# design 1

Figure 1. Selected gate families (design 1).
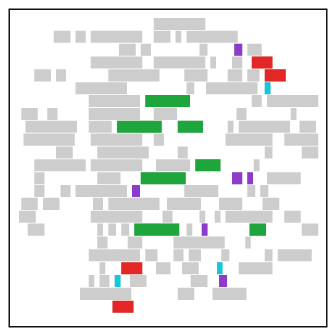

**config.mk**
```make
export PLATFORM = sky130hd
export DESIGN_NAME = sop_eval_filt
export DESIGN_NICKNAME = d
export VERILOG_FILES = /design/src/rtl/sop_eval_filt.sv
export SDC_FILE = /design/constraint.sdc
export NUM_CORES = 1
export LEC_CHECK = 0
export ABC_CLOCK_PERIOD_IN_PS = 2780
export CELL_PAD_IN_SITES_DETAIL_PLACEMENT = 1
export CELL_PAD_IN_SITES_GLOBAL_PLACEMENT = 2
export CORE_UTILIZATION = 33
export CTS_BUF_LIST = sky130_fd_sc_hd__clkbuf_8
export DETAILED_ROUTE_END_ITERATION = 7
export PLACE_DENSITY = 0.68
export SYNTH_ARGS = -nofsm -noshare
export SYNTH_HDL_FRONTEND = slang
export SYNTH_SLANG_ARGS = --single-unit
```
**constraint.sdc**
```tcl
create_clock -name clk -period 2.78 [get_ports clk]
set_input_delay 0.556 -clock clk [delete_from_list [all_inputs] [get_ports clk]]
set_output_delay 0.556 -clock clk [all_outputs]
set_load 0.01 [all_outputs]
```
**src/rtl/sop_eval_filt.sv**
```systemverilog
// sop_eval_filt: per-channel programmable sum-of-products (truth table)
// evaluator with a stability filter on every output channel.
// Optional feature macro: SOP_GLITCH_CNT_EN adds the glitch_cnt port, a
// saturating count of rejected (too-short) transitions.
module sop_eval_filt #(
  parameter int N_IN       = 3,
  parameter int N_OUT      = 2,
  parameter int STABLE_CYC = 3,
  localparam int SEL_W     = (N_OUT > 1) ? $clog2(N_OUT) : 1,
  localparam int TBL_W     = 2 ** N_IN
) (
  input  logic             clk,
  input  logic             rst,
  input  logic [N_IN-1:0]  in_vec,
  input  logic             cfg_valid,
  output logic             cfg_ready,
  input  logic [SEL_W-1:0] cfg_sel,
  input  logic [TBL_W-1:0] cfg_table,
  output logic [N_OUT-1:0] out_vec,
  output logic [N_OUT-1:0] out_chg
`ifdef SOP_GLITCH_CNT_EN
  ,
  output logic [7:0]       glitch_cnt
`endif
);

  // Counter value at which the next differing edge commits the new value.
  localparam logic [3:0] THR = 4'(STABLE_CYC - 1);

  logic [N_IN-1:0]  in_q_r;
  logic [TBL_W-1:0] tbl_r [N_OUT];
  logic [3:0]       cnt_r [N_OUT];
  logic [N_OUT-1:0] out_vec_r;
  logic [N_OUT-1:0] out_chg_r;
  logic             cfg_ready_r;

  logic             wr_acc_s;
  logic [N_OUT-1:0] raw_s;
  logic [N_OUT-1:0] wr_hit_s;
  logic [N_OUT-1:0] rej_s;

  assign cfg_ready = cfg_ready_r;
  assign out_vec   = out_vec_r;
  assign out_chg   = out_chg_r;

  // Truth-table lookup, write decode and glitch-rejection flags per channel.
  always_comb begin
    wr_acc_s = cfg_valid && cfg_ready_r;
    raw_s    = '0;
    wr_hit_s = '0;
    rej_s    = '0;
    for (int k = 0; k < N_OUT; k++) begin
      raw_s[k]    = tbl_r[k][in_q_r];
      // An out-of-range cfg_sel matches no channel, so the write is dropped.
      wr_hit_s[k] = wr_acc_s && (cfg_sel == SEL_W'(k));
      // A write to the channel takes precedence over any rejection.
      if (!wr_hit_s[k] && (raw_s[k] == out_vec_r[k]) && (cnt_r[k] != 4'd0)) begin
        rej_s[k] = 1'b1;
      end else begin
        rej_s[k] = 1'b0;
      end
    end
  end

  // Input sampling, table writes, stability counters and filtered outputs.
  always_ff @(posedge clk) begin
    if (rst) begin
      in_q_r      <= '0;
      out_vec_r   <= '0;
      out_chg_r   <= '0;
      cfg_ready_r <= 1'b1;
      for (int k = 0; k < N_OUT; k++) begin
        tbl_r[k] <= '0;
        cnt_r[k] <= 4'd0;
      end
    end else begin
      in_q_r      <= in_vec;
      // One dead cycle after each accepted write.
      cfg_ready_r <= !wr_acc_s;
      out_chg_r   <= '0;
      for (int k = 0; k < N_OUT; k++) begin
        if (wr_hit_s[k]) begin
          // New table restarts the filter; a pending toggle is abandoned.
          tbl_r[k] <= cfg_table;
          cnt_r[k] <= 4'd0;
        end else if (raw_s[k] != out_vec_r[k]) begin
          if (cnt_r[k] == THR) begin
            out_vec_r[k] <= raw_s[k];
            out_chg_r[k] <= 1'b1;
            cnt_r[k]     <= 4'd0;
          end else begin
            cnt_r[k] <= cnt_r[k] + 4'd1;
          end
        end else begin
          cnt_r[k] <= 4'd0;
        end
      end
    end
  end

`ifdef SOP_GLITCH_CNT_EN
  logic [7:0] glitch_cnt_r;
  logic [3:0] rej_num_s;
  logic [8:0] glitch_sum_s;
  logic [7:0] glitch_nxt_s;

  assign glitch_cnt = glitch_cnt_r;

  // Number of channels rejecting a glitch this edge, added with saturation.
  always_comb begin
    rej_num_s = 4'd0;
    for (int k = 0; k < N_OUT; k++) begin
      rej_num_s = rej_num_s + {3'd0, rej_s[k]};
    end
    glitch_sum_s = {1'b0, glitch_cnt_r} + {5'd0, rej_num_s};
    if (glitch_sum_s > 9'd255) begin
      glitch_nxt_s = 8'd255;
    end else begin
      glitch_nxt_s = glitch_sum_s[7:0];
    end
  end

  // Saturating rejected-transition counter.
  always_ff @(posedge clk) begin
    if (rst) begin
      glitch_cnt_r <= 8'd0;
    end else begin
      glitch_cnt_r <= glitch_nxt_s;
    end
  end
`endif

endmodule

```
# design 2

File: src/rtl/uart_pkg.sv
// Shared UART transmit definitions: FSM encodings, frame geometry and the
// helper that builds the three upper frame bits for each data/parity mode.
package uart_pkg;

  typedef enum logic [1:0] {
    IDLE  = 2'd0,
    ARM   = 2'd1,
    SHIFT = 2'd2
  } tx_state_e;

  localparam int unsigned FRAME_BITS = 11;
  localparam int unsigned DEFAULT_KW = 19;

  // Upper three frame bits {b10, b9, b8}; parity is XOR of the data bits
  // with OHEL so that ohel=0 yields an even number of ones overall.
  function automatic logic [2:0] frame_tail(input logic [7:0] data,
                                            input logic       eight,
                                            input logic       pen,
                                            input logic       ohel);
    logic p7;
    logic p8;
    p7 = (^data[6:0]) ^ ohel;
    p8 = (^data[7:0]) ^ ohel;
    case ({eight, pen})
      2'b00:   frame_tail = 3'b111;
      2'b01:   frame_tail = {2'b11, p7};
      2'b10:   frame_tail = {2'b11, data[7]};
      default: frame_tail = {1'b1, p8, data[7]};
    endcase
  endfunction

endpackage

File: src/rtl/tx_bit_timer.sv
// Baud-rate timer: counts 0..K while run is high and pulses BTU for one
// cycle on the terminal count; held at zero whenever run is low.
module tx_bit_timer
  import uart_pkg::*;
#(
  parameter int unsigned KW = DEFAULT_KW
) (
  input  logic          clk,
  input  logic          reset,
  input  logic          run,
  input  logic [KW-1:0] K,
  output logic          BTU
);

  logic [KW-1:0] cnt;

  always_ff @(posedge clk or negedge reset) begin
    if (!reset) begin
      cnt <= '0;
    end else if (!run || (cnt == K)) begin
      cnt <= '0;
    end else begin
      cnt <= cnt + 1'b1;
    end
  end

  assign BTU = run && (cnt == K);

endmodule

File: src/rtl/tx_engine.sv
// UART transmit engine: accepts a byte in IDLE, frames it with start,
// optional parity and stop bits, and shifts it out LSB first on TX.
module tx_engine
  import uart_pkg::*;
#(
  parameter int unsigned KW = DEFAULT_KW
) (
  input  logic          clk,
  input  logic          reset,
  input  logic          LOAD,
  input  logic [7:0]    OUT_PORT,
  input  logic          EIGHT,
  input  logic          PEN,
  input  logic          OHEL,
  input  logic [KW-1:0] K,
  output logic          TX,
  output logic          TXRDY
);

  localparam logic [3:0] LAST_BIT = 4'(FRAME_BITS - 1);

  tx_state_e             state;
  tx_state_e             state_n;
  logic [7:0]            data_q;
  logic                  eight_q;
  logic                  pen_q;
  logic                  ohel_q;
  logic [KW-1:0]         k_q;
  logic [FRAME_BITS-1:0] shreg;
  logic [FRAME_BITS-1:0] shreg_n;
  logic [3:0]            bit_cnt;
  logic [3:0]            bit_cnt_n;
  logic                  tx_q;
  logic                  btu;
  logic                  accept;

  assign accept = (state == IDLE) && LOAD;

  tx_bit_timer #(
    .KW(KW)
  ) u_bit_timer (
    .clk  (clk),
    .reset(reset),
    .run  (state == SHIFT),
    .K    (k_q),
    .BTU  (btu)
  );

  always_comb begin
    state_n   = state;
    shreg_n   = shreg;
    bit_cnt_n = bit_cnt;
    case (state)
      IDLE: begin
        if (LOAD) state_n = ARM;
      end
      ARM: begin
        shreg_n   = {frame_tail(data_q, eight_q, pen_q, ohel_q), data_q[6:0], 1'b0};
        bit_cnt_n = '0;
        state_n   = SHIFT;
      end
      SHIFT: begin
        if (btu) begin
          shreg_n   = {1'b1, shreg[FRAME_BITS-1:1]};
          bit_cnt_n = bit_cnt + 4'd1;
          if (bit_cnt == LAST_BIT) state_n = IDLE;
        end
      end
      default: state_n = IDLE;
    endcase
  end

  always_ff @(posedge clk or negedge reset) begin
    if (!reset) begin
      state   <= IDLE;
      shreg   <= '0;
      bit_cnt <= '0;
    end else begin
      state   <= state_n;
      shreg   <= shreg_n;
      bit_cnt <= bit_cnt_n;
    end
  end

  // Mode and divisor are latched so the frame in flight ignores later input changes.
  always_ff @(posedge clk or negedge reset) begin
    if (!reset) begin
      data_q  <= '0;
      eight_q <= 1'b0;
      pen_q   <= 1'b0;
      ohel_q  <= 1'b0;
      k_q     <= '0;
    end else if (accept) begin
      data_q  <= OUT_PORT;
      eight_q <= EIGHT;
      pen_q   <= PEN;
      ohel_q  <= OHEL;
      k_q     <= K;
    end
  end

  // TX is registered from next-state values so it tracks shreg[0] in SHIFT
  // on the same edge, with no combinational mux on the line.
  always_ff @(posedge clk or negedge reset) begin
    if (!reset) begin
      tx_q <= 1'b1;
    end else begin
      tx_q <= (state_n == SHIFT) ? shreg_n[0] : 1'b1;
    end
  end

  assign TX    = tx_q;
  assign TXRDY = (state == IDLE);

endmodule

File: config.mk
export PLATFORM = sky130hd
export DESIGN_NAME = tx_engine
export DESIGN_NICKNAME = d
export VERILOG_FILES = /design/src/rtl/uart_pkg.sv /design/src/rtl/tx_bit_timer.sv /design/src/rtl/tx_engine.sv
export SDC_FILE = /design/constraint.sdc
export NUM_CORES = 1
export LEC_CHECK = 0
export CAP_MARGIN = 40
export CORE_ASPECT_RATIO = 0.75
export CORE_UTILIZATION = 50
export DETAILED_ROUTE_END_ITERATION = 8
export GPL_TIMING_DRIVEN = 1
export PLACE_DENSITY = 0.77
export SYNTH_ARGS = -nofsm -noshare
export SYNTH_HDL_FRONTEND = slang
export SYNTH_SLANG_ARGS = --single-unit
File: constraint.sdc
create_clock -name clk -period 1.8 [get_ports clk]
set_input_delay 0.36 -clock clk [delete_from_list [all_inputs] [get_ports clk]]
set_output_delay 0.36 -clock clk [all_outputs]
set_load 0.05 [all_outputs]
# design 3

<file path="src/rtl/snn_cu_seq.sv">
// snn_cu_seq: sequential leaky integrate-and-fire compute unit.
// NUM_PES lanes step through a T_STEPS spike train per job. Each step leaks,
// integrates a signed weight, saturates and fires against a shared threshold.
// Results leave on a valid/ready stream, one registered step per handshake.
module snn_cu_seq #(
  parameter int NUM_PES   = 4,
  parameter int T_STEPS   = 8,
  parameter int W_WIDTH   = 8,
  parameter int V_WIDTH   = 12,
  parameter int CNT_WIDTH = $clog2(T_STEPS + 1)
) (
  input  logic                           clk,
  input  logic                           nrst,
  input  logic                           start,
  input  logic [NUM_PES*T_STEPS-1:0]     input_spikes,
  input  logic [NUM_PES*W_WIDTH-1:0]     weights,
  input  logic [V_WIDTH-1:0]             vth,
  input  logic                           mode,
  input  logic [3:0]                     leak_shift,
  input  logic [3:0]                     refrac_steps,
  output logic                           busy,
  output logic                           out_valid,
  input  logic                           out_ready,
  output logic [$clog2(T_STEPS)-1:0]     out_step,
  output logic [NUM_PES-1:0]             output_spikes,
  output logic [NUM_PES*CNT_WIDTH-1:0]   spike_count,
  output logic                           done
);

  localparam int STEP_W = $clog2(T_STEPS);
  localparam logic [STEP_W-1:0] LAST_STEP = STEP_W'(T_STEPS - 1);
  localparam logic signed [V_WIDTH-1:0] VN_MAX = {1'b0, {(V_WIDTH-1){1'b1}}};
  localparam logic signed [V_WIDTH-1:0] VN_MIN = {1'b1, {(V_WIDTH-1){1'b0}}};

  typedef enum logic [1:0] {S_IDLE, S_RUN, S_DONE} state_t;

  state_t                      state_q;
  logic                        busy_q, out_valid_q, done_q;
  logic [STEP_W-1:0]           step_q, out_step_q;
  logic [NUM_PES-1:0]          out_spk_q;

  // Job configuration captured on start.
  logic [T_STEPS-1:0]          spikes_q [NUM_PES];
  logic signed [W_WIDTH-1:0]   w_q      [NUM_PES];
  logic [V_WIDTH-1:0]          vth_q;
  logic                        mode_q;
  logic [3:0]                  leak_q;
  logic [3:0]                  refrac_q;

  // Per-lane neuron state.
  logic signed [V_WIDTH-1:0]   v_q    [NUM_PES];
  logic [3:0]                  refr_q [NUM_PES];
  logic [CNT_WIDTH-1:0]        cnt_q  [NUM_PES];

  // Per-lane step datapath.
  logic signed [V_WIDTH-1:0]   leak_w [NUM_PES];
  logic signed [V_WIDTH-1:0]   vl_w   [NUM_PES];
  logic signed [V_WIDTH:0]     x_w    [NUM_PES];
  logic signed [V_WIDTH:0]     sum_w  [NUM_PES];
  logic signed [V_WIDTH-1:0]   vn_w   [NUM_PES];
  logic signed [V_WIDTH:0]     diff_w [NUM_PES];
  logic signed [V_WIDTH-1:0]   v_d    [NUM_PES];
  logic [3:0]                  refr_d [NUM_PES];
  logic [CNT_WIDTH-1:0]        cnt_d  [NUM_PES];
  logic [NUM_PES-1:0]          fire_d;
  logic signed [V_WIDTH:0]     vth_ext;

  // Threshold is unsigned; one extra zero bit lets it compare as signed.
  assign vth_ext = {1'b0, vth_q};

  // Compute the next membrane, refractory and count values for step_q.
  always_comb begin
    // NOTE: every combinational output gets a default before any branch so no latch is inferred.
    fire_d = '0;
    for (int i = 0; i < NUM_PES; i++) begin
      leak_w[i] = '0;
      if (leak_q != 4'd0) leak_w[i] = v_q[i] >>> leak_q;
      vl_w[i] = v_q[i] - leak_w[i];

      x_w[i] = '0;
      if (refr_q[i] == 4'd0 && spikes_q[i][step_q]) x_w[i] = w_q[i];

      sum_w[i] = (V_WIDTH+1)'(vl_w[i]) + x_w[i];
      if (sum_w[i] > (V_WIDTH+1)'(VN_MAX))      vn_w[i] = VN_MAX;
      else if (sum_w[i] < (V_WIDTH+1)'(VN_MIN)) vn_w[i] = VN_MIN;
      else                                       vn_w[i] = sum_w[i][V_WIDTH-1:0];

      fire_d[i] = ((V_WIDTH+1)'(vn_w[i]) >= vth_ext);
      diff_w[i] = (V_WIDTH+1)'(vn_w[i]) - vth_ext;

      v_d[i]    = vn_w[i];
      refr_d[i] = (refr_q[i] != 4'd0) ? refr_q[i] - 4'd1 : refr_q[i];
      cnt_d[i]  = cnt_q[i];
      if (fire_d[i]) begin
        v_d[i]    = mode_q ? diff_w[i][V_WIDTH-1:0] : '0;
        refr_d[i] = refrac_q;
        cnt_d[i]  = cnt_q[i] + CNT_WIDTH'(1);
      end
    end
  end

  // Job FSM with registered stream outputs and lane state updates.
  always_ff @(posedge clk or posedge nrst) begin
    if (nrst) begin
      state_q     <= S_IDLE;
      busy_q      <= 1'b0;
      out_valid_q <= 1'b0;
      done_q      <= 1'b0;
      step_q      <= '0;
      out_step_q  <= '0;
      out_spk_q   <= '0;
      vth_q       <= '0;
      mode_q      <= 1'b0;
      leak_q      <= '0;
      refrac_q    <= '0;
      // NOTE: lane arrays are flops, not RAM, so resetting them is legal and cheap.
      for (int i = 0; i < NUM_PES; i++) begin
        spikes_q[i] <= '0;
        w_q[i]      <= '0;
        v_q[i]      <= '0;
        refr_q[i]   <= '0;
        cnt_q[i]    <= '0;
      end
    end else begin
      // NOTE: non-blocking assignments so every flop samples pre-edge values.
      done_q <= 1'b0;
      case (state_q)
        S_IDLE: begin
          if (start) begin
            state_q    <= S_RUN;
            busy_q     <= 1'b1;
            step_q     <= '0;
            out_step_q <= '0;
            out_spk_q  <= '0;
            vth_q      <= vth;
            mode_q     <= mode;
            leak_q     <= leak_shift;
            refrac_q   <= refrac_steps;
            for (int i = 0; i < NUM_PES; i++) begin
              spikes_q[i] <= input_spikes[i*T_STEPS +: T_STEPS];
              w_q[i]      <= weights[i*W_WIDTH +: W_WIDTH];
              v_q[i]      <= '0;
              refr_q[i]   <= '0;
              cnt_q[i]    <= '0;
            end
          end
        end
        S_RUN: begin
          if (!out_valid_q || out_ready) begin
            if (out_valid_q && out_step_q == LAST_STEP) begin
              out_valid_q <= 1'b0;
              done_q      <= 1'b1;
              state_q     <= S_DONE;
            end else begin
              out_valid_q <= 1'b1;
              out_step_q  <= step_q;
              out_spk_q   <= fire_d;
              step_q      <= step_q + STEP_W'(1);
              for (int i = 0; i < NUM_PES; i++) begin
                v_q[i]    <= v_d[i];
                refr_q[i] <= refr_d[i];
                cnt_q[i]  <= cnt_d[i];
              end
            end
          end
        end
        S_DONE: begin
          state_q <= S_IDLE;
          busy_q  <= 1'b0;
        end
        default: begin
          state_q <= S_IDLE;
          busy_q  <= 1'b0;
        end
      endcase
    end
  end

  assign busy          = busy_q;
  assign out_valid     = out_valid_q;
  assign out_step      = out_step_q;
  assign output_spikes = out_spk_q;
  assign done          = done_q;

  for (genvar g = 0; g < NUM_PES; g++) begin : g_cnt
    assign spike_count[g*CNT_WIDTH +: CNT_WIDTH] = cnt_q[g];
  end

endmodule

</file>
<file path="config.mk">
export PLATFORM = sky130hd
export DESIGN_NAME = snn_cu_seq
export DESIGN_NICKNAME = d
export VERILOG_FILES = /design/src/rtl/snn_cu_seq.sv
export SDC_FILE = /design/constraint.sdc
export NUM_CORES = 1
export LEC_CHECK = 0
export ABC_AREA = 1
export CAP_MARGIN = 20
export CORE_MARGIN = 4
export CORE_UTILIZATION = 50
export DETAILED_ROUTE_END_ITERATION = 8
export GPL_TIMING_DRIVEN = 0
export PLACE_DENSITY_LB_ADDON = 0.08
export SLEW_MARGIN = 15
export SYNTH_ARGS = -nofsm -noshare
export SYNTH_HDL_FRONTEND = slang
export SYNTH_SLANG_ARGS = --single-unit
export TNS_END_PERCENT = 100
</file>
<file path="constraint.sdc">
create_clock -name clk -period 8.7 [get_ports clk]
set_input_delay 2.175 -clock clk [delete_from_list [all_inputs] [get_ports clk]]
set_output_delay 2.175 -clock clk [all_outputs]
set_load 0.05 [all_outputs]
</file>
# design 4

<file path="src/rtl/soc_mem_pkg.sv">
// Shared types and default widths for the program/data memory arbiter.
package soc_mem_pkg;

   localparam int AW_DEF = 12;
   localparam int DW_DEF = 16;

   typedef enum logic [1:0] {
      IDLE    = 2'd0,
      ISSUE_A = 2'd1,
      ISSUE_B = 2'd2,
      WAIT    = 2'd3
   } arb_state_t;

   typedef enum logic {
      REQ_A = 1'b0,
      REQ_B = 1'b1
   } req_id_t;

endpackage

</file>
<file path="src/rtl/memio_arbiter.sv">
// Two-requester arbiter for the single-port program/data memory.
// Requester A is the CPU (may lock the memory for one follow-up access
// to keep read-modify-write pairs atomic). Requester B is the SPI loader.
// One access is in flight at a time. mem_rdata is sampled on the
// MEM_LAT-th rising edge after the edge that launches a read mem_en,
// and is presented registered on the requester's rdata with rvalid.
module memio_arbiter
   import soc_mem_pkg::*;
#(
   parameter int AW      = AW_DEF,
   parameter int DW      = DW_DEF,
   parameter int MEM_LAT = 1
) (
   input  logic          clk,
   input  logic          rst,
   input  logic          a_req,
   input  logic          a_we,
   input  logic [AW-1:0] a_addr,
   input  logic [DW-1:0] a_wdata,
   input  logic          a_lock,
   output logic          a_gnt,
   output logic          a_rvalid,
   output logic [DW-1:0] a_rdata,
   input  logic          b_req,
   input  logic          b_we,
   input  logic [AW-1:0] b_addr,
   input  logic [DW-1:0] b_wdata,
   output logic          b_gnt,
   output logic          b_rvalid,
   output logic [DW-1:0] b_rdata,
   output logic          mem_en,
   output logic          mem_we,
   output logic [AW-1:0] mem_addr,
   output logic [DW-1:0] mem_wdata,
   input  logic [DW-1:0] mem_rdata
);

   localparam logic [2:0] LAT3 = 3'(MEM_LAT);

   arb_state_t state;
   req_id_t    last_served;
   req_id_t    cur_id;
   logic       lock;
   logic [2:0] lat_cnt;
   logic       pick_a;
   logic       pick_b;
   logic       capture;

   // Arbitration: a held lock gives A priority, otherwise round-robin on ties.
   always_comb begin
      pick_a = 1'b0;
      pick_b = 1'b0;
      if (lock && a_req) begin
         pick_a = 1'b1;
      end else if (a_req && b_req) begin
         if (last_served == REQ_B) pick_a = 1'b1;
         else                      pick_b = 1'b1;
      end else if (a_req) begin
         pick_a = 1'b1;
      end else if (b_req) begin
         pick_b = 1'b1;
      end
   end

   // Read data is captured on the MEM_LAT-th edge after launch; with
   // MEM_LAT=1 that is the edge closing the ISSUE cycle itself.
   always_comb begin
      capture = 1'b0;
      if ((state == ISSUE_A || state == ISSUE_B) && !mem_we && LAT3 == 3'd1)
         capture = 1'b1;
      else if (state == WAIT && !a_rvalid && !b_rvalid && (lat_cnt + 3'd1) == LAT3)
         capture = 1'b1;
   end

   // Control FSM and registered memory command port.
   always_ff @(posedge clk or posedge rst) begin
      if (rst) begin
         state       <= IDLE;
         last_served <= REQ_B;
         cur_id      <= REQ_A;
         lock        <= 1'b0;
         lat_cnt     <= 3'd0;
         a_gnt       <= 1'b0;
         b_gnt       <= 1'b0;
         mem_en      <= 1'b0;
         mem_we      <= 1'b0;
         mem_addr    <= '0;
         mem_wdata   <= '0;
      end else begin
         a_gnt     <= 1'b0;
         b_gnt     <= 1'b0;
         mem_en    <= 1'b0;
         mem_we    <= 1'b0;
         mem_addr  <= '0;
         mem_wdata <= '0;
         case (state)
            IDLE: begin
               lat_cnt <= 3'd0;
               // A lock whose owner has gone quiet is abandoned so B is not starved.
               if (lock && !a_req) lock <= 1'b0;
               if (pick_a) begin
                  state       <= ISSUE_A;
                  cur_id      <= REQ_A;
                  last_served <= REQ_A;
                  // The locked access itself cannot re-lock: B waits at most two A accesses.
                  lock        <= a_lock & ~lock;
                  a_gnt       <= 1'b1;
                  mem_en      <= 1'b1;
                  mem_we      <= a_we;
                  mem_addr    <= a_addr;
                  mem_wdata   <= a_wdata;
               end else if (pick_b) begin
                  state       <= ISSUE_B;
                  cur_id      <= REQ_B;
                  last_served <= REQ_B;
                  b_gnt       <= 1'b1;
                  mem_en      <= 1'b1;
                  mem_we      <= b_we;
                  mem_addr    <= b_addr;
                  mem_wdata   <= b_wdata;
               end
            end
            ISSUE_A, ISSUE_B: begin
               if (mem_we) begin
                  state <= IDLE;
               end else begin
                  state   <= WAIT;
                  lat_cnt <= 3'd1;
               end
            end
            WAIT: begin
               if (a_rvalid || b_rvalid) begin
                  state   <= IDLE;
                  lat_cnt <= 3'd0;
               end else begin
                  lat_cnt <= lat_cnt + 3'd1;
               end
            end
            default: state <= IDLE;
         endcase
      end
   end

   // Read return path: one-cycle rvalid pulse, rdata held until the next read.
   always_ff @(posedge clk or posedge rst) begin
      if (rst) begin
         a_rvalid <= 1'b0;
         b_rvalid <= 1'b0;
         a_rdata  <= '0;
         b_rdata  <= '0;
      end else begin
         a_rvalid <= capture && (cur_id == REQ_A);
         b_rvalid <= capture && (cur_id == REQ_B);
         if (capture && cur_id == REQ_A) a_rdata <= mem_rdata;
         if (capture && cur_id == REQ_B) b_rdata <= mem_rdata;
      end
   end

endmodule

</file>
<file path="config.mk">
export PLATFORM = sky130hd
export DESIGN_NAME = memio_arbiter
export DESIGN_NICKNAME = d
export VERILOG_FILES = /design/src/rtl/soc_mem_pkg.sv /design/src/rtl/memio_arbiter.sv
export SDC_FILE = /design/constraint.sdc
export NUM_CORES = 1
export LEC_CHECK = 0
export ABC_CLOCK_PERIOD_IN_PS = 1900
export CORE_MARGIN = 2
export CORE_UTILIZATION = 39
export DETAILED_ROUTE_END_ITERATION = 6
export PLACE_DENSITY_LB_ADDON = 0.25
export RECOVER_POWER = 100
export SLEW_MARGIN = 20
export SYNTH_ARGS = -nofsm -noshare
export SYNTH_HDL_FRONTEND = slang
export SYNTH_SLANG_ARGS = --single-unit
</file>
<file path="constraint.sdc">
create_clock -name clk -period 1.9 [get_ports clk]
set_input_delay 0.19 -clock clk [delete_from_list [all_inputs] [get_ports clk]]
set_output_delay 0.19 -clock clk [all_outputs]
set_load 0.005 [all_outputs]
</file>
Figure 2. Signal wires on met3 (design 3).
Bar = 50 um.
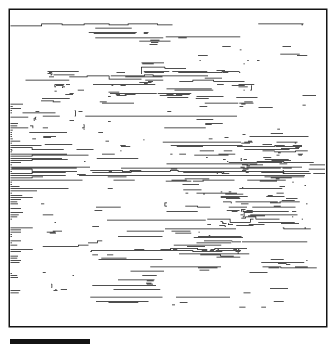
The wires run mostly horizontal. 317 nets have wire on it. The layer holds 8.3% of the routed length. The layer carries 5360 um of wire.

==> CHANGELOG.md, design 3 <==
### Changed

* Status: completed
* Yosys Instances at 2834
* Vias per Instance at 5.60
* Seq share, synth at 0.249
* Max clock buf depth at 2
* Largest net degree at the start of global routing at 98
* CTS resizes at 0
* DRC at 0
* Final Critical Period at 8.14 ns
* CTS tree: built
* YS chip area at 18100 sq um
* Synth Cell Area at 18100 sq um
* TNS Setup at 0 ns
* Clk root buf: clkbuf_16
* Comb. cell area at 11800 sq um
* M1 wire length at 27900 um
* GR Util met3 at 0.0657
* Largest class: logic gates
* Post-synth top area cell: dfrtp_1
* RSZ-0062 raised after global routing: false
* Tap cells at 461
* Rows at 69
* Setup crit start: leak_q[0]$_DFFE_PP0P_
[design 3: cells by family after synthesis]
logic type                 after synthesis
and+or+nand+nor                       1547
xor gates and xnor gates                90
AOI/OAI and AO/OA                      403
buffers and inverters                  436
muxes                                    9
adders and majority gates              169
DFF                                    180
[design 3: critical path, delay by kind of cell (launching register included)]
family	cells	cell delay, ns
and+or+nand+nor	24	2.36
AOI/OAI and AO/OA	7	2.26
buffers and inverters	6	1.49
adders and majority gates	3	1.10
DFF	1	0.38
muxes	1	0.29
xor gates and xnor gates	1	0.15
[design 3: registers in the layout, indices dropped and copies added (netlist names)]
name	count
spike_count	16
state_q	2
out_step	3
leak_q	4
vth_q	12
busy	1
done	1
spikes_q	32
refrac_q	4
v_q	48
step_q	3
output_spikes	4
out_valid	1
refr_q	16
mode_q	1
w_q	32
Figure 3. Selected gate families (design 4).
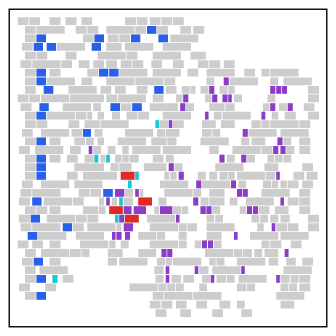
Key: purple = nand cells [cells 60]; red = fa/ha/maj cells [cells 4]; blue = non-inverting ao/oa cells [cells 31]; cyan = inv cells [cells 8]

Figure 4. The metal 2 layer (design 4).
Cells faint in the background.
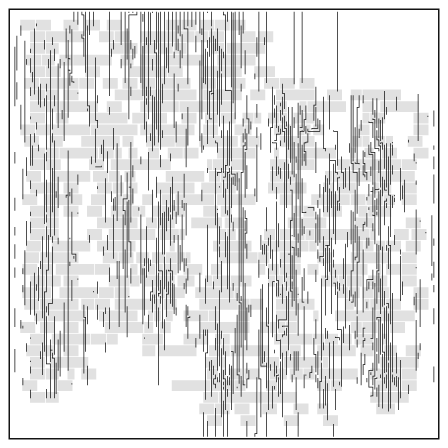
The layer carries 5000 um of wire. The layer holds 49% of the routed length. The longest straight run is 51.3 um.

==> CHANGELOG.md, design 4 <==
### Changed

* Clk latency late pin at 0.36 ns
* Yosys adder share at 0.0139
* Most instantiated library cell after synthesis: dfrtp_1
* DR pass1 iterations at 4
* Synth Cell Area at 3600 sq um
* Setup crit end kind: flop
* Top cells by count: 73 x dfrtp_1, 40 x o211ai_1, 35 x nand3_1
* Setup crit start: lat_cnt[0]$_DFFE_PP0P_
* Core Density at Floorplan at 0.395
* OpenROAD warnings at 28
* Status: completed
* Fin. Hold Viols at 0
* Nets at 550
* Horiz. Die Dim at 100 um
* Met3 WL at 870 um
* Max Fanout on Critical Path at 32
* Clk root buf: clkbuf_8
* Mean Syn Cell Area at 10.9 sq um
* CTS tree: built
* Area leader share at 0.507
* Clk pin slew, worst setup/hold paths at 0.07 ns
* Area grow syn2layout at 49.7%
* Initial drt markers at 112
* Max clock buf depth at 2
* Layout cells sized above 1 at 0.102
* Vias per Instance at 5.69
* Registers, synthesis at 74
* CTS resizes at 0
* YS chip area at 3600 sq um
* DRC at 0
* Rows at 35
* # fillers at 769
* R2R Path End: b_rdata[2]$_DFFE_PP0P_
* Largest net degree at the start of global routing at 51
* Post-placement setup slack at 0.206 ns
* Compound Share, Synth at 0.278
[design 4: cells in the final DEF, fill, tap and decap left out, types with 2 or more instances in the layout]
cell type        Yosys  routed
nand3_1             35      35
a22oi_1             16      16
a21oi_1              2       2
clkinv_4             0       2
o211ai_2             8       8
a22o_1              30      30
o21ai_0              2       2
clkbuf_8             0      10
clkdlybuf4s50_1      0      77
inv_1                7       6
o211ai_1            40      40
bufinv_16            0       2
dlygate4sd3_1        0      67
a2bb2oi_1           17      17
nor2b_1             17      17
buf_4                1       9
clkbuf_4             0       3
dfrtp_1             73      73
nor3b_1              2       2
nand2_1             20      20
ha_1                 4       4
o22ai_1              2       2
[design 4: flip-flops by register name, indices dropped and copies added (netlist names)]
signal / flops
mem_wdata: 16
a_rvalid: 1
b_gnt: 1
a_rdata: 16
lat_cnt: 3
cur_id: 1
state: 2
b_rvalid: 1
mem_en: 1
mem_we: 1
lock: 1
mem_addr: 12
last_served: 1
a_gnt: 1
b_rdata: 16
[design 4: final cells by class]
cell class                      instances  area share
Clock buffer                           10      0.0255
Clock inverter                          6      0.0167
Inverter                                8     0.00580
Multi-Input combinational cell        216       0.294
Sequential cell                        74       0.344
Tap cell                              111      0.0258
Timing Repair Buffer                  158       0.289
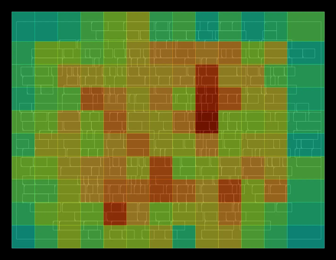
Figure 5: design 2, routing congestion map.
Top Usage Layer GRT: met2
GR Util met3: 0.0624
WL/cell: 15.3 um

Figure 6. The metal 2 layer (design 2).
Cells faint in the background.
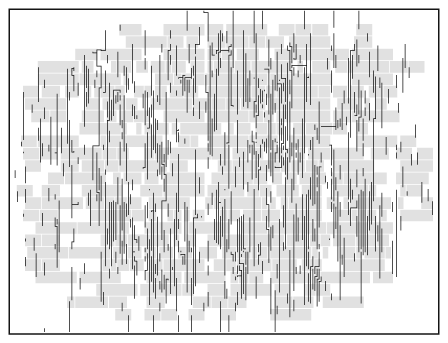
The wires run mostly vertical. The layer holds 45% of the routed length. 327 nets have wire on it. The longest straight run is 23.8 um. The layer carries 2940 um of wire.

==> CHANGELOG.md, design 2 <==
### Changed

* Core footprint at 5980 sq um
* Rows at 24
* Crit path DRT at 2.05 ns
* Top cells excl fill/tap: 66 x dfrtp_1, 33 x xor2_1, 31 x clkdlybuf4s50_1
* CTS Sinks at 67
* Horiz. Die Dim at 94.0 um
* PortBufs at 34
* Logic Gate Count at 196
* Synth cell types at 37
* Signal buf overhead at 0.162
* Setup ws final at -0.0841 ns
* Registers, synthesis at 67
* FMAX at 0.531 GHz
* Most numerous logic cell after layout: dfrtp_1
* Status: finished, violations left
* Yosys Instances at 275
* Failing checks: negative setup slack
* Global-route wire length before repair at 11000 um
* Post-synth top flop: dfrtp_1
* Vias in the first global route at 2318
* Clk pin slew, worst setup/hold paths at 0.07 ns
* Gr ovfl total at 0
* R2r setup slk at -0.08 ns
* Synth Cell Area at 3170 sq um
* Final setup violation count at 13
* Rel. slew slack at 0.758
* Finished Core Util at 0.707
* WL final at 6600 um
-- design 2: registers in the layout, indices dropped and copies added, names as in the netlist --
register	cells
k_q	19
u_bit_timer.cnt	19
shreg	11
data_q	8
bit_cnt	4
state	2
TX	1
eight_q	1
ohel_q	1
pen_q	1
-- design 2: worst max-delay path, cell delays in order, from the launching register on --
cell	delay [ns]
dfrtp_1	0.39
xor2_1	0.17
nor4_2	0.32
nand4_1	0.14
buf_6	0.16
nand2b_4	0.14
a311o_1	0.32
nand3b_1	0.16
-- design 2: repair_timing --
action	in CTS	in global routing
resized	27	7
hold buffers	0	0
buffers inserted	4	0
endpoints found under the setup margin	36	37
gates cloned	2	0
pin swaps	8	1
-- design 2: logic make-up (layout without fill, tap and decap cells) --
family	Yosys count	count (layout)	synth area share
xor+xnor	43	43	0.119
fa+ha+maj	7	7	0.0276
flops	67	67	0.529
simple gates	85	85	0.133
mux	32	32	0.113
compound gates	29	29	0.0627
buf+inv	12	89	0.0158
-- design 2: per-layer routing --
metal | wire, um | global-route usage | vias to the layer above
li1 | - | - | 1096
met1 | 3250 | 0.317 | 1143
met2 | 2940 | 0.323 | 63
met3 | 364 | 0.0624 | 4
met4 | 41 | 0.0718 | 0
met5 | 0 | 0 | -
Figure 7. Signal wires on met3 (design 1).
Bar = 20 um.
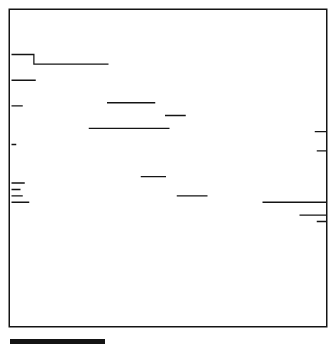
The layer holds 4.2% of the routed length. The wires run mostly horizontal. 15 nets have wire on it.

About Figure 1:
Key: green = mux cells [cells 7, where middle]; red = fa/ha/maj cells [cells 4]; purple = nand cells [cells 6]; cyan = inv cells [cells 3]

==> CHANGELOG.md, design 1 <==
### Changed

* Status: completed
* Slew at the pin closest to its max-slew limit at 1.00 ns
* Crit path DRT at 2.77 ns
* Max Fanout on Critical Path at 12
* Simple-Gate Area Share at 0.134
* YS chip area at 1390 sq um
* Area leader share at 0.519
* Max Slew Vio Count at 0
* YS warnings at 0
* Sequential cell area share at 0.504
* OpenROAD warnings at 28
* Area grow syn2layout at 25.8%
* Non-CTS inverters at 3
* Post-synth top flop: edfxtp_1
* Mean Syn Cell Area at 15.4 sq um
* Buffers, non-clock at 19
* Global-route usage over all layers at 0.134
* Initial drt markers at 30
* Core Density at Floorplan at 0.345
* Layout cells sized above 1 at 0.0894
* Vias in the first global route at 844
* ANT cells at 0
* Top cells by count: 24 x edfxtp_1, 8 x and2_1, 8 x dfxtp_1
* M1 wire length at 1070 um
* Chip area at 4470 sq um
* Clk latency late pin at 0.28 ns
* Top Ports at 20
* Met2 usage in global routing at 0.213
* Wire length on met2 at 1280 um
* DR pass1 iterations at 4
* Compound Share, Synth at 0.0126
design 1: state kept, by name (all words and copies together), names as in the netlist:
register   count
in_q_r         3
out_vec        2
tbl_r         16
out_chg        2
cnt_r          8
cfg_ready      1
design 1: path summary, 6_finish.rpt:
kind | start | to | slack (ns) | depth (start not counted)
worst min-delay path | out_vec[1]$_SDFFE_PP0P_ | out_vec[1]$_SDFFE_PP0P_ | 0.61 | 2
worst max register to register | in_q_r[1]$_SDFF_PP0_ | cnt_r[0][2]$_SDFFCE_PP0P_ | 0.86 | 4
worst max-delay path | cfg_valid | cnt_r[0][2]$_SDFFCE_PP0P_ | 0.70 | 4
worst min register to register | out_vec[1]$_SDFFE_PP0P_ | out_vec[1]$_SDFFE_PP0P_ | 0.61 | 2
design 1: stage by stage:
| stage | util |
|---|---|
| after floorplan | - |
| after global placement | 0.413 |
| after detailed placement | 0.413 |
| after CTS | 0.434 |
| after global routing | 0.434 |
| final | 0.434 |

# design 5

Figure 8. Selected gate families (design 5).
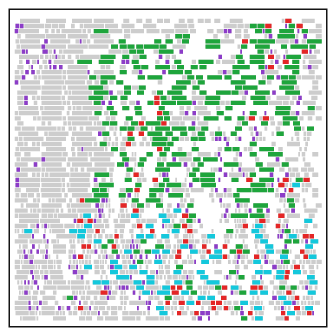
Figure 9. Sequential cells grouped by signal name (design 5).
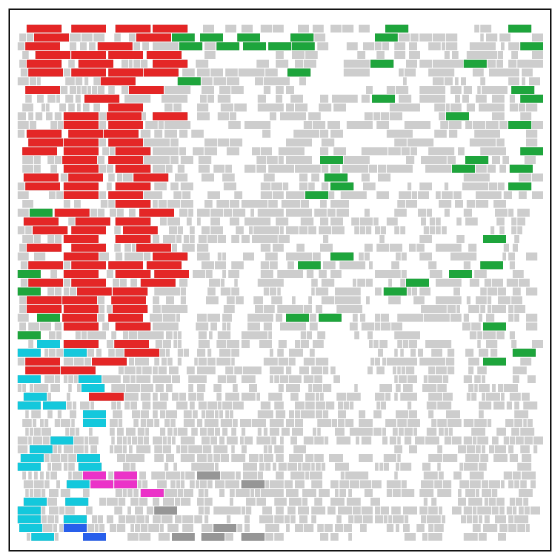
### src/rtl/nixie_text_scroller_pkg.sv
// -----------------------------------------------------------------------------
// nixie_text_scroller_pkg
// Character codes shared by the nixie/7-seg display driver and the text
// scroller, plus window geometry, scroller state codes and a length clamp.
// No ports (package).
// -----------------------------------------------------------------------------
package nixie_text_scroller_pkg;

    // Geometry of the character bus and the message buffer
    localparam int CHAR_W    = 6;
    localparam int NUM_SLOTS = 8;
    localparam int BUF_DEPTH = 16;
    localparam int MAX_LEN   = 16;

    // Character encoding understood by the display driver
    localparam logic [CHAR_W-1:0] CODE_DIGIT_BASE  = 6'd0;   // '0'..'9' -> 0..9
    localparam logic [CHAR_W-1:0] CODE_LETTER_BASE = 6'd10;  // 'A'..'Z' -> 10..35
    localparam logic [CHAR_W-1:0] CODE_DASH        = 6'd36;
    localparam logic [CHAR_W-1:0] CODE_UNDERSCORE  = 6'd37;
    localparam logic [CHAR_W-1:0] CODE_BLANK       = 6'd63;  // all segments off

    // Buffer character 0 lands on the leftmost slot; slot 7 occupies [47:42]
    localparam int SLOT_LEFTMOST = NUM_SLOTS - 1;

    // Scroller states
    localparam logic [1:0] ST_IDLE   = 2'd0;
    localparam logic [1:0] ST_SHOW   = 2'd1;
    localparam logic [1:0] ST_SCROLL = 2'd2;

    // Lengths above the buffer depth are treated as a full buffer
    function automatic logic [4:0] clamp_len(input logic [4:0] len);
        return (len > 5'(MAX_LEN)) ? 5'(MAX_LEN) : len;
    endfunction

endpackage

### src/rtl/nixie_step_divider.sv
// -----------------------------------------------------------------------------
// nixie_step_divider
// Free-running tick generator: counts 0..STEP_CYCLES-1 and produces a one-cycle
// step pulse while the count sits at STEP_CYCLES-1. A clear restarts the count
// from 0 on the next edge and suppresses the pulse in that cycle.
// Ports:
//   sys_clk   in   system clock
//   sys_rest  in   synchronous active-low reset
//   i_clear   in   restart the count
//   o_step    out  one-cycle step pulse
// -----------------------------------------------------------------------------
module nixie_step_divider #(
    parameter int STEP_CYCLES = 25_000_000
) (
    input  logic sys_clk,
    input  logic sys_rest,
    input  logic i_clear,
    output logic o_step
);

    localparam int CNT_W = (STEP_CYCLES > 2) ? $clog2(STEP_CYCLES) : 1;
    localparam logic [CNT_W-1:0] LAST = CNT_W'(STEP_CYCLES - 1);

    logic [CNT_W-1:0] r_count;

    always_ff @(posedge sys_clk) begin
        if (!sys_rest) begin
            r_count <= '0;
        end else if (i_clear || (r_count == LAST)) begin
            r_count <= '0;
        end else begin
            r_count <= r_count + 1'b1;
        end
    end

    assign o_step = (r_count == LAST) && !i_clear;

endmodule

### src/rtl/nixie_text_scroller.sv
// -----------------------------------------------------------------------------
// nixie_text_scroller
// Holds a 16-entry message buffer and presents an 8-character window to the
// display driver. Short messages (or scroll disabled) are shown left-aligned;
// longer ones scroll left as a marquee with GAP blanks before the restart.
// Ports:
//   sys_clk     in   system clock
//   sys_rest    in   synchronous active-low reset
//   wr_en       in   buffer write strobe
//   wr_addr     in   buffer index 0..15
//   wr_char     in   character code
//   msg_len     in   message length (clamped to 16), sampled on start
//   scroll_en   in   scroll enable, sampled on start
//   start       in   begin/restart display pulse
//   stop        in   blank and go idle pulse (wins over start)
//   disp_data   out  packed window, [47:42] = slot 7 (leftmost)
//   busy        out  high in SHOW or SCROLL
//   wrap_pulse  out  one-cycle pulse when the scroll offset wraps to 0
// -----------------------------------------------------------------------------
module nixie_text_scroller
    import nixie_text_scroller_pkg::*;
#(
    parameter int          STEP_CYCLES = 25_000_000,
    parameter int          GAP         = 2,
    parameter logic [5:0]  BLANK_CODE  = CODE_BLANK
) (
    input  logic        sys_clk,
    input  logic        sys_rest,
    input  logic        wr_en,
    input  logic [3:0]  wr_addr,
    input  logic [5:0]  wr_char,
    input  logic [4:0]  msg_len,
    input  logic        scroll_en,
    input  logic        start,
    input  logic        stop,
    output logic [47:0] disp_data,
    output logic        busy,
    output logic        wrap_pulse
);

    logic [5:0]  r_buf [BUF_DEPTH];
    logic [1:0]  r_state;
    logic [4:0]  r_len;
    logic [4:0]  r_offset;
    logic [47:0] r_disp;
    logic        r_wrap_pend;   // offset wrapped on the previous edge
    logic        r_wrap;

    logic [4:0]  w_len_c;
    logic        w_start_ok;
    logic        w_step;
    logic [5:0]  w_period;
    logic [5:0]  w_slot [NUM_SLOTS];
    logic [47:0] w_window;

    assign w_len_c    = clamp_len(msg_len);
    assign w_start_ok = start && (w_len_c != 5'd0);
    assign w_period   = {1'b0, r_len} + 6'(GAP);

    nixie_step_divider #(
        .STEP_CYCLES (STEP_CYCLES)
    ) u_divider (
        .sys_clk  (sys_clk),
        .sys_rest (sys_rest),
        .i_clear  (w_start_ok || stop),
        .o_step   (w_step)
    );

    // Window mux: slot (7-gi) shows virtual character (offset+gi) mod P.
    // offset <= P-1 and gi <= 7 < P, so one conditional subtract suffices.
    // In SHOW the offset is 0 and the index is used unwrapped, so positions
    // past the message stay blank rather than folding back onto buf[0].
    generate
        for (genvar gi = 0; gi < NUM_SLOTS; gi++) begin : g_slot
            logic [5:0] w_sum;
            logic [5:0] w_idx;
            assign w_sum = {1'b0, r_offset} + 6'(gi);
            assign w_idx = ((r_state == ST_SCROLL) && (w_sum >= w_period))
                           ? (w_sum - w_period) : w_sum;
            assign w_slot[gi] = (w_idx < {1'b0, r_len}) ? r_buf[w_idx[3:0]]
                                                         : BLANK_CODE;
        end
    endgenerate

    always_comb begin
        w_window = {NUM_SLOTS{BLANK_CODE}};
        if (r_state != ST_IDLE) begin
            for (int i = 0; i < NUM_SLOTS; i++) begin
                w_window[(SLOT_LEFTMOST - i)*CHAR_W +: CHAR_W] = w_slot[i];
            end
        end
    end

    always_ff @(posedge sys_clk) begin
        if (!sys_rest) begin
            for (int i = 0; i < BUF_DEPTH; i++) begin
                r_buf[i] <= BLANK_CODE;
            end
            r_state     <= ST_IDLE;
            r_len       <= 5'd0;
            r_offset    <= 5'd0;
            r_disp      <= {NUM_SLOTS{BLANK_CODE}};
            r_wrap_pend <= 1'b0;
            r_wrap      <= 1'b0;
        end else begin
            if (wr_en) begin
                r_buf[wr_addr] <= wr_char;
            end

            if (stop) begin
                r_state     <= ST_IDLE;
                r_offset    <= 5'd0;
                r_disp      <= {NUM_SLOTS{BLANK_CODE}};
                r_wrap_pend <= 1'b0;
                r_wrap      <= 1'b0;
            end else begin
                r_disp <= w_window;
                // Reported one edge after the offset wrap, alongside the
                // disp_data update that shows offset 0.
                r_wrap <= r_wrap_pend;
                if (w_start_ok) begin
                    r_len       <= w_len_c;
                    r_offset    <= 5'd0;
                    r_wrap_pend <= 1'b0;
                    r_state     <= (scroll_en && (w_len_c > 5'd8)) ? ST_SCROLL
                                                                   : ST_SHOW;
                end else if ((r_state == ST_SCROLL) && w_step) begin
                    if ({1'b0, r_offset} == (w_period - 6'd1)) begin
                        r_offset    <= 5'd0;
                        r_wrap_pend <= 1'b1;
                    end else begin
                        r_offset    <= r_offset + 5'd1;
                        r_wrap_pend <= 1'b0;
                    end
                end else begin
                    r_wrap_pend <= 1'b0;
                end
            end
        end
    end

    assign disp_data  = r_disp;
    assign busy       = (r_state != ST_IDLE);
    assign wrap_pulse = r_wrap;

endmodule

### config.mk
export PLATFORM = sky130hd
export DESIGN_NAME = nixie_text_scroller
export DESIGN_NICKNAME = d
export VERILOG_FILES = /design/src/rtl/nixie_text_scroller_pkg.sv /design/src/rtl/nixie_step_divider.sv /design/src/rtl/nixie_text_scroller.sv
export SDC_FILE = /design/constraint.sdc
export NUM_CORES = 1
export LEC_CHECK = 0
export CORE_MARGIN = 2
export CORE_UTILIZATION = 63
export CTS_BUF_LIST = sky130_fd_sc_hd__clkbuf_2
export DETAILED_ROUTE_END_ITERATION = 10
export HOLD_SLACK_MARGIN = 0.03
export PLACE_DENSITY = 0.83
export SYNTH_ARGS = -nofsm -noshare
export SYNTH_HDL_FRONTEND = slang
export SYNTH_SLANG_ARGS = --single-unit
### constraint.sdc
create_clock -name sys_clk -period 7.11 [get_ports sys_clk]
set_clock_uncertainty 0.05 [all_clocks]
set_input_delay 0.711 -clock sys_clk [delete_from_list [all_inputs] [get_ports sys_clk]]
set_output_delay 0.711 -clock sys_clk [all_outputs]
set_load 0.01 [all_outputs]
==> CHANGELOG.md <==
### Changed

* Power Density at 130 nW/um^2
* Top cells by count: 136 x mux2_2, 100 x nor2_1, 99 x a22oi_1
* Largest net degree at the start of global routing at 41
* Clock-cell share of area at 0.0163
* Die Span Y at 168 um
* Via total after detailed routing at 16100
* Setup ws final at 1.12 ns
* Comb. cell area at 11600 sq um
* WL final at 62300 um
* Synth cell types at 77
* Clk root buf: clkbuf_2
* Vias per Instance at 7.69
* Registers, synthesis at 183
* Switching share of power at 0.366
* Reg-to-Reg Start: r_offset[1]$_SDFFE_PP0P_
* Status: completed
* Post-DP Area at 17800 sq um
* Final setup violation count at 0
* Top Ports at 71
* Max rail drop VDD at 234 uV
* Setup Buffers After CTS at 0
* Clock share of power at 0.283
* Grt met1 use at 0.591
* PortBufs at 70
* Initial drt markers at 2655
* Final HPWL DP at 46100 um
* Wire length on met2 at 27200 um
* OpenROAD warnings at 37
* Top cells excl fill/tap: 136 x mux2_2, 100 x nor2_1, 99 x a22oi_1
* CTS buffer count at 17
* Slew at the pin closest to its max-slew limit at 1.31 ns
* Final hold slack at 0.424 ns
* TNS Setup at 0 ns
* Crit path DAT at 6.72 ns
* GR Util met3 at 0.116
* Overall power at 0.00234 W
* Post-synth top flop: edfxtp_1
* Synth Cell Area at 16900 sq um
* DR pass1 iterations at 8
* Antenna-violating nets left at 0
* Clk latency late pin at 0.88 ns
* H-tree levels at 4
* R2r setup slk at 1.12 ns
Notes on Figure 8 above:
Key: cyan = fa/ha/maj cells [cells 86, where a band across the bottom]; red = non-inverting ao/oa cells [cells 88]; green = mux cells [cells 274]; purple = nand cells [cells 224, where spread over the die]

Notes on Figure 9 above:
Key: blue = r_state [placed flops 2]; green = disp_data [placed flops 48]; cyan = u_divider.r_count [placed flops 25, where bottom left]; magenta = r_len [placed flops 5, where bottom left]; red = r_buf [placed flops 96]

-- power groups by stage --
stage | clock, W | combinational [W] | sequential (W)
final | 0.000662 | 0.000398 | 0.00128
after floorplan | 0 | 0.000298 | 0.00121
after detailed placement | 0 | 0.000385 | 0.00128
after CTS | 0.000656 | 0.000388 | 0.00126
after global placement | 0 | 0.000377 | 0.00128
after global routing | 0.000686 | 0.000426 | 0.00127
-- logic make-up (layout without fill, tap and decap cells) --
family          count (synthesis)  after routing  synth area share
simple gates                  498            498             0.157
buf+inv                       149            186            0.0406
mux                           274            274             0.236
flops                         183            183             0.274
fa+ha+maj                      86             86            0.0656
xor+xnor                       69             69            0.0367
other cells                     0              1                 0
compound gates                459            459             0.190
-- worst max-delay path, stage by stage (launching register included) --
cell and delay, ns:
dfxtp_1 0.78, inv_1 0.39, ha_1 0.71, clkinv_1 0.47
fa_1 0.65, nor2_1 0.12, a21oi_1 0.11, o221ai_1 0.80
mux2_2 0.43, ha_1 0.29, a21oi_1 0.13, nor2b_1 0.06
a2111oi_0 0.37, o211a_1 0.37, nand4_1 0.14


==> screenshots <==
The metal 2 layer.
Cells faint in the background.
image #1
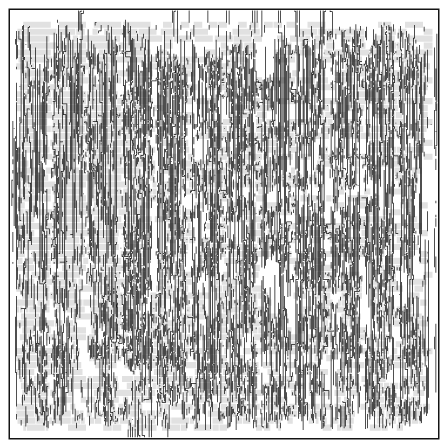
image #2
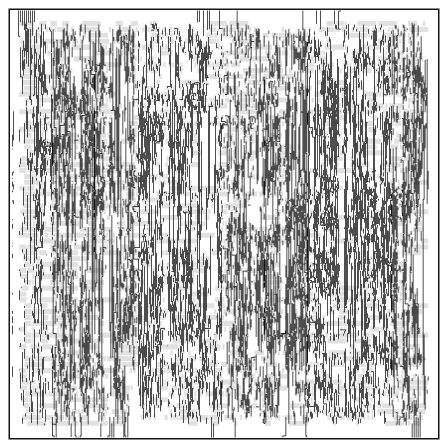
image #3
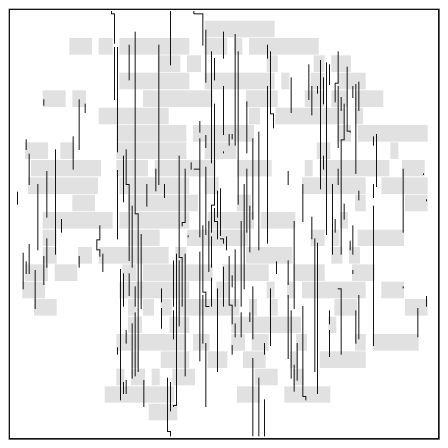
design 5 -> image #1
design 1 -> image #3
design 3 -> image #2

Power and IR drop assume default switching activity.
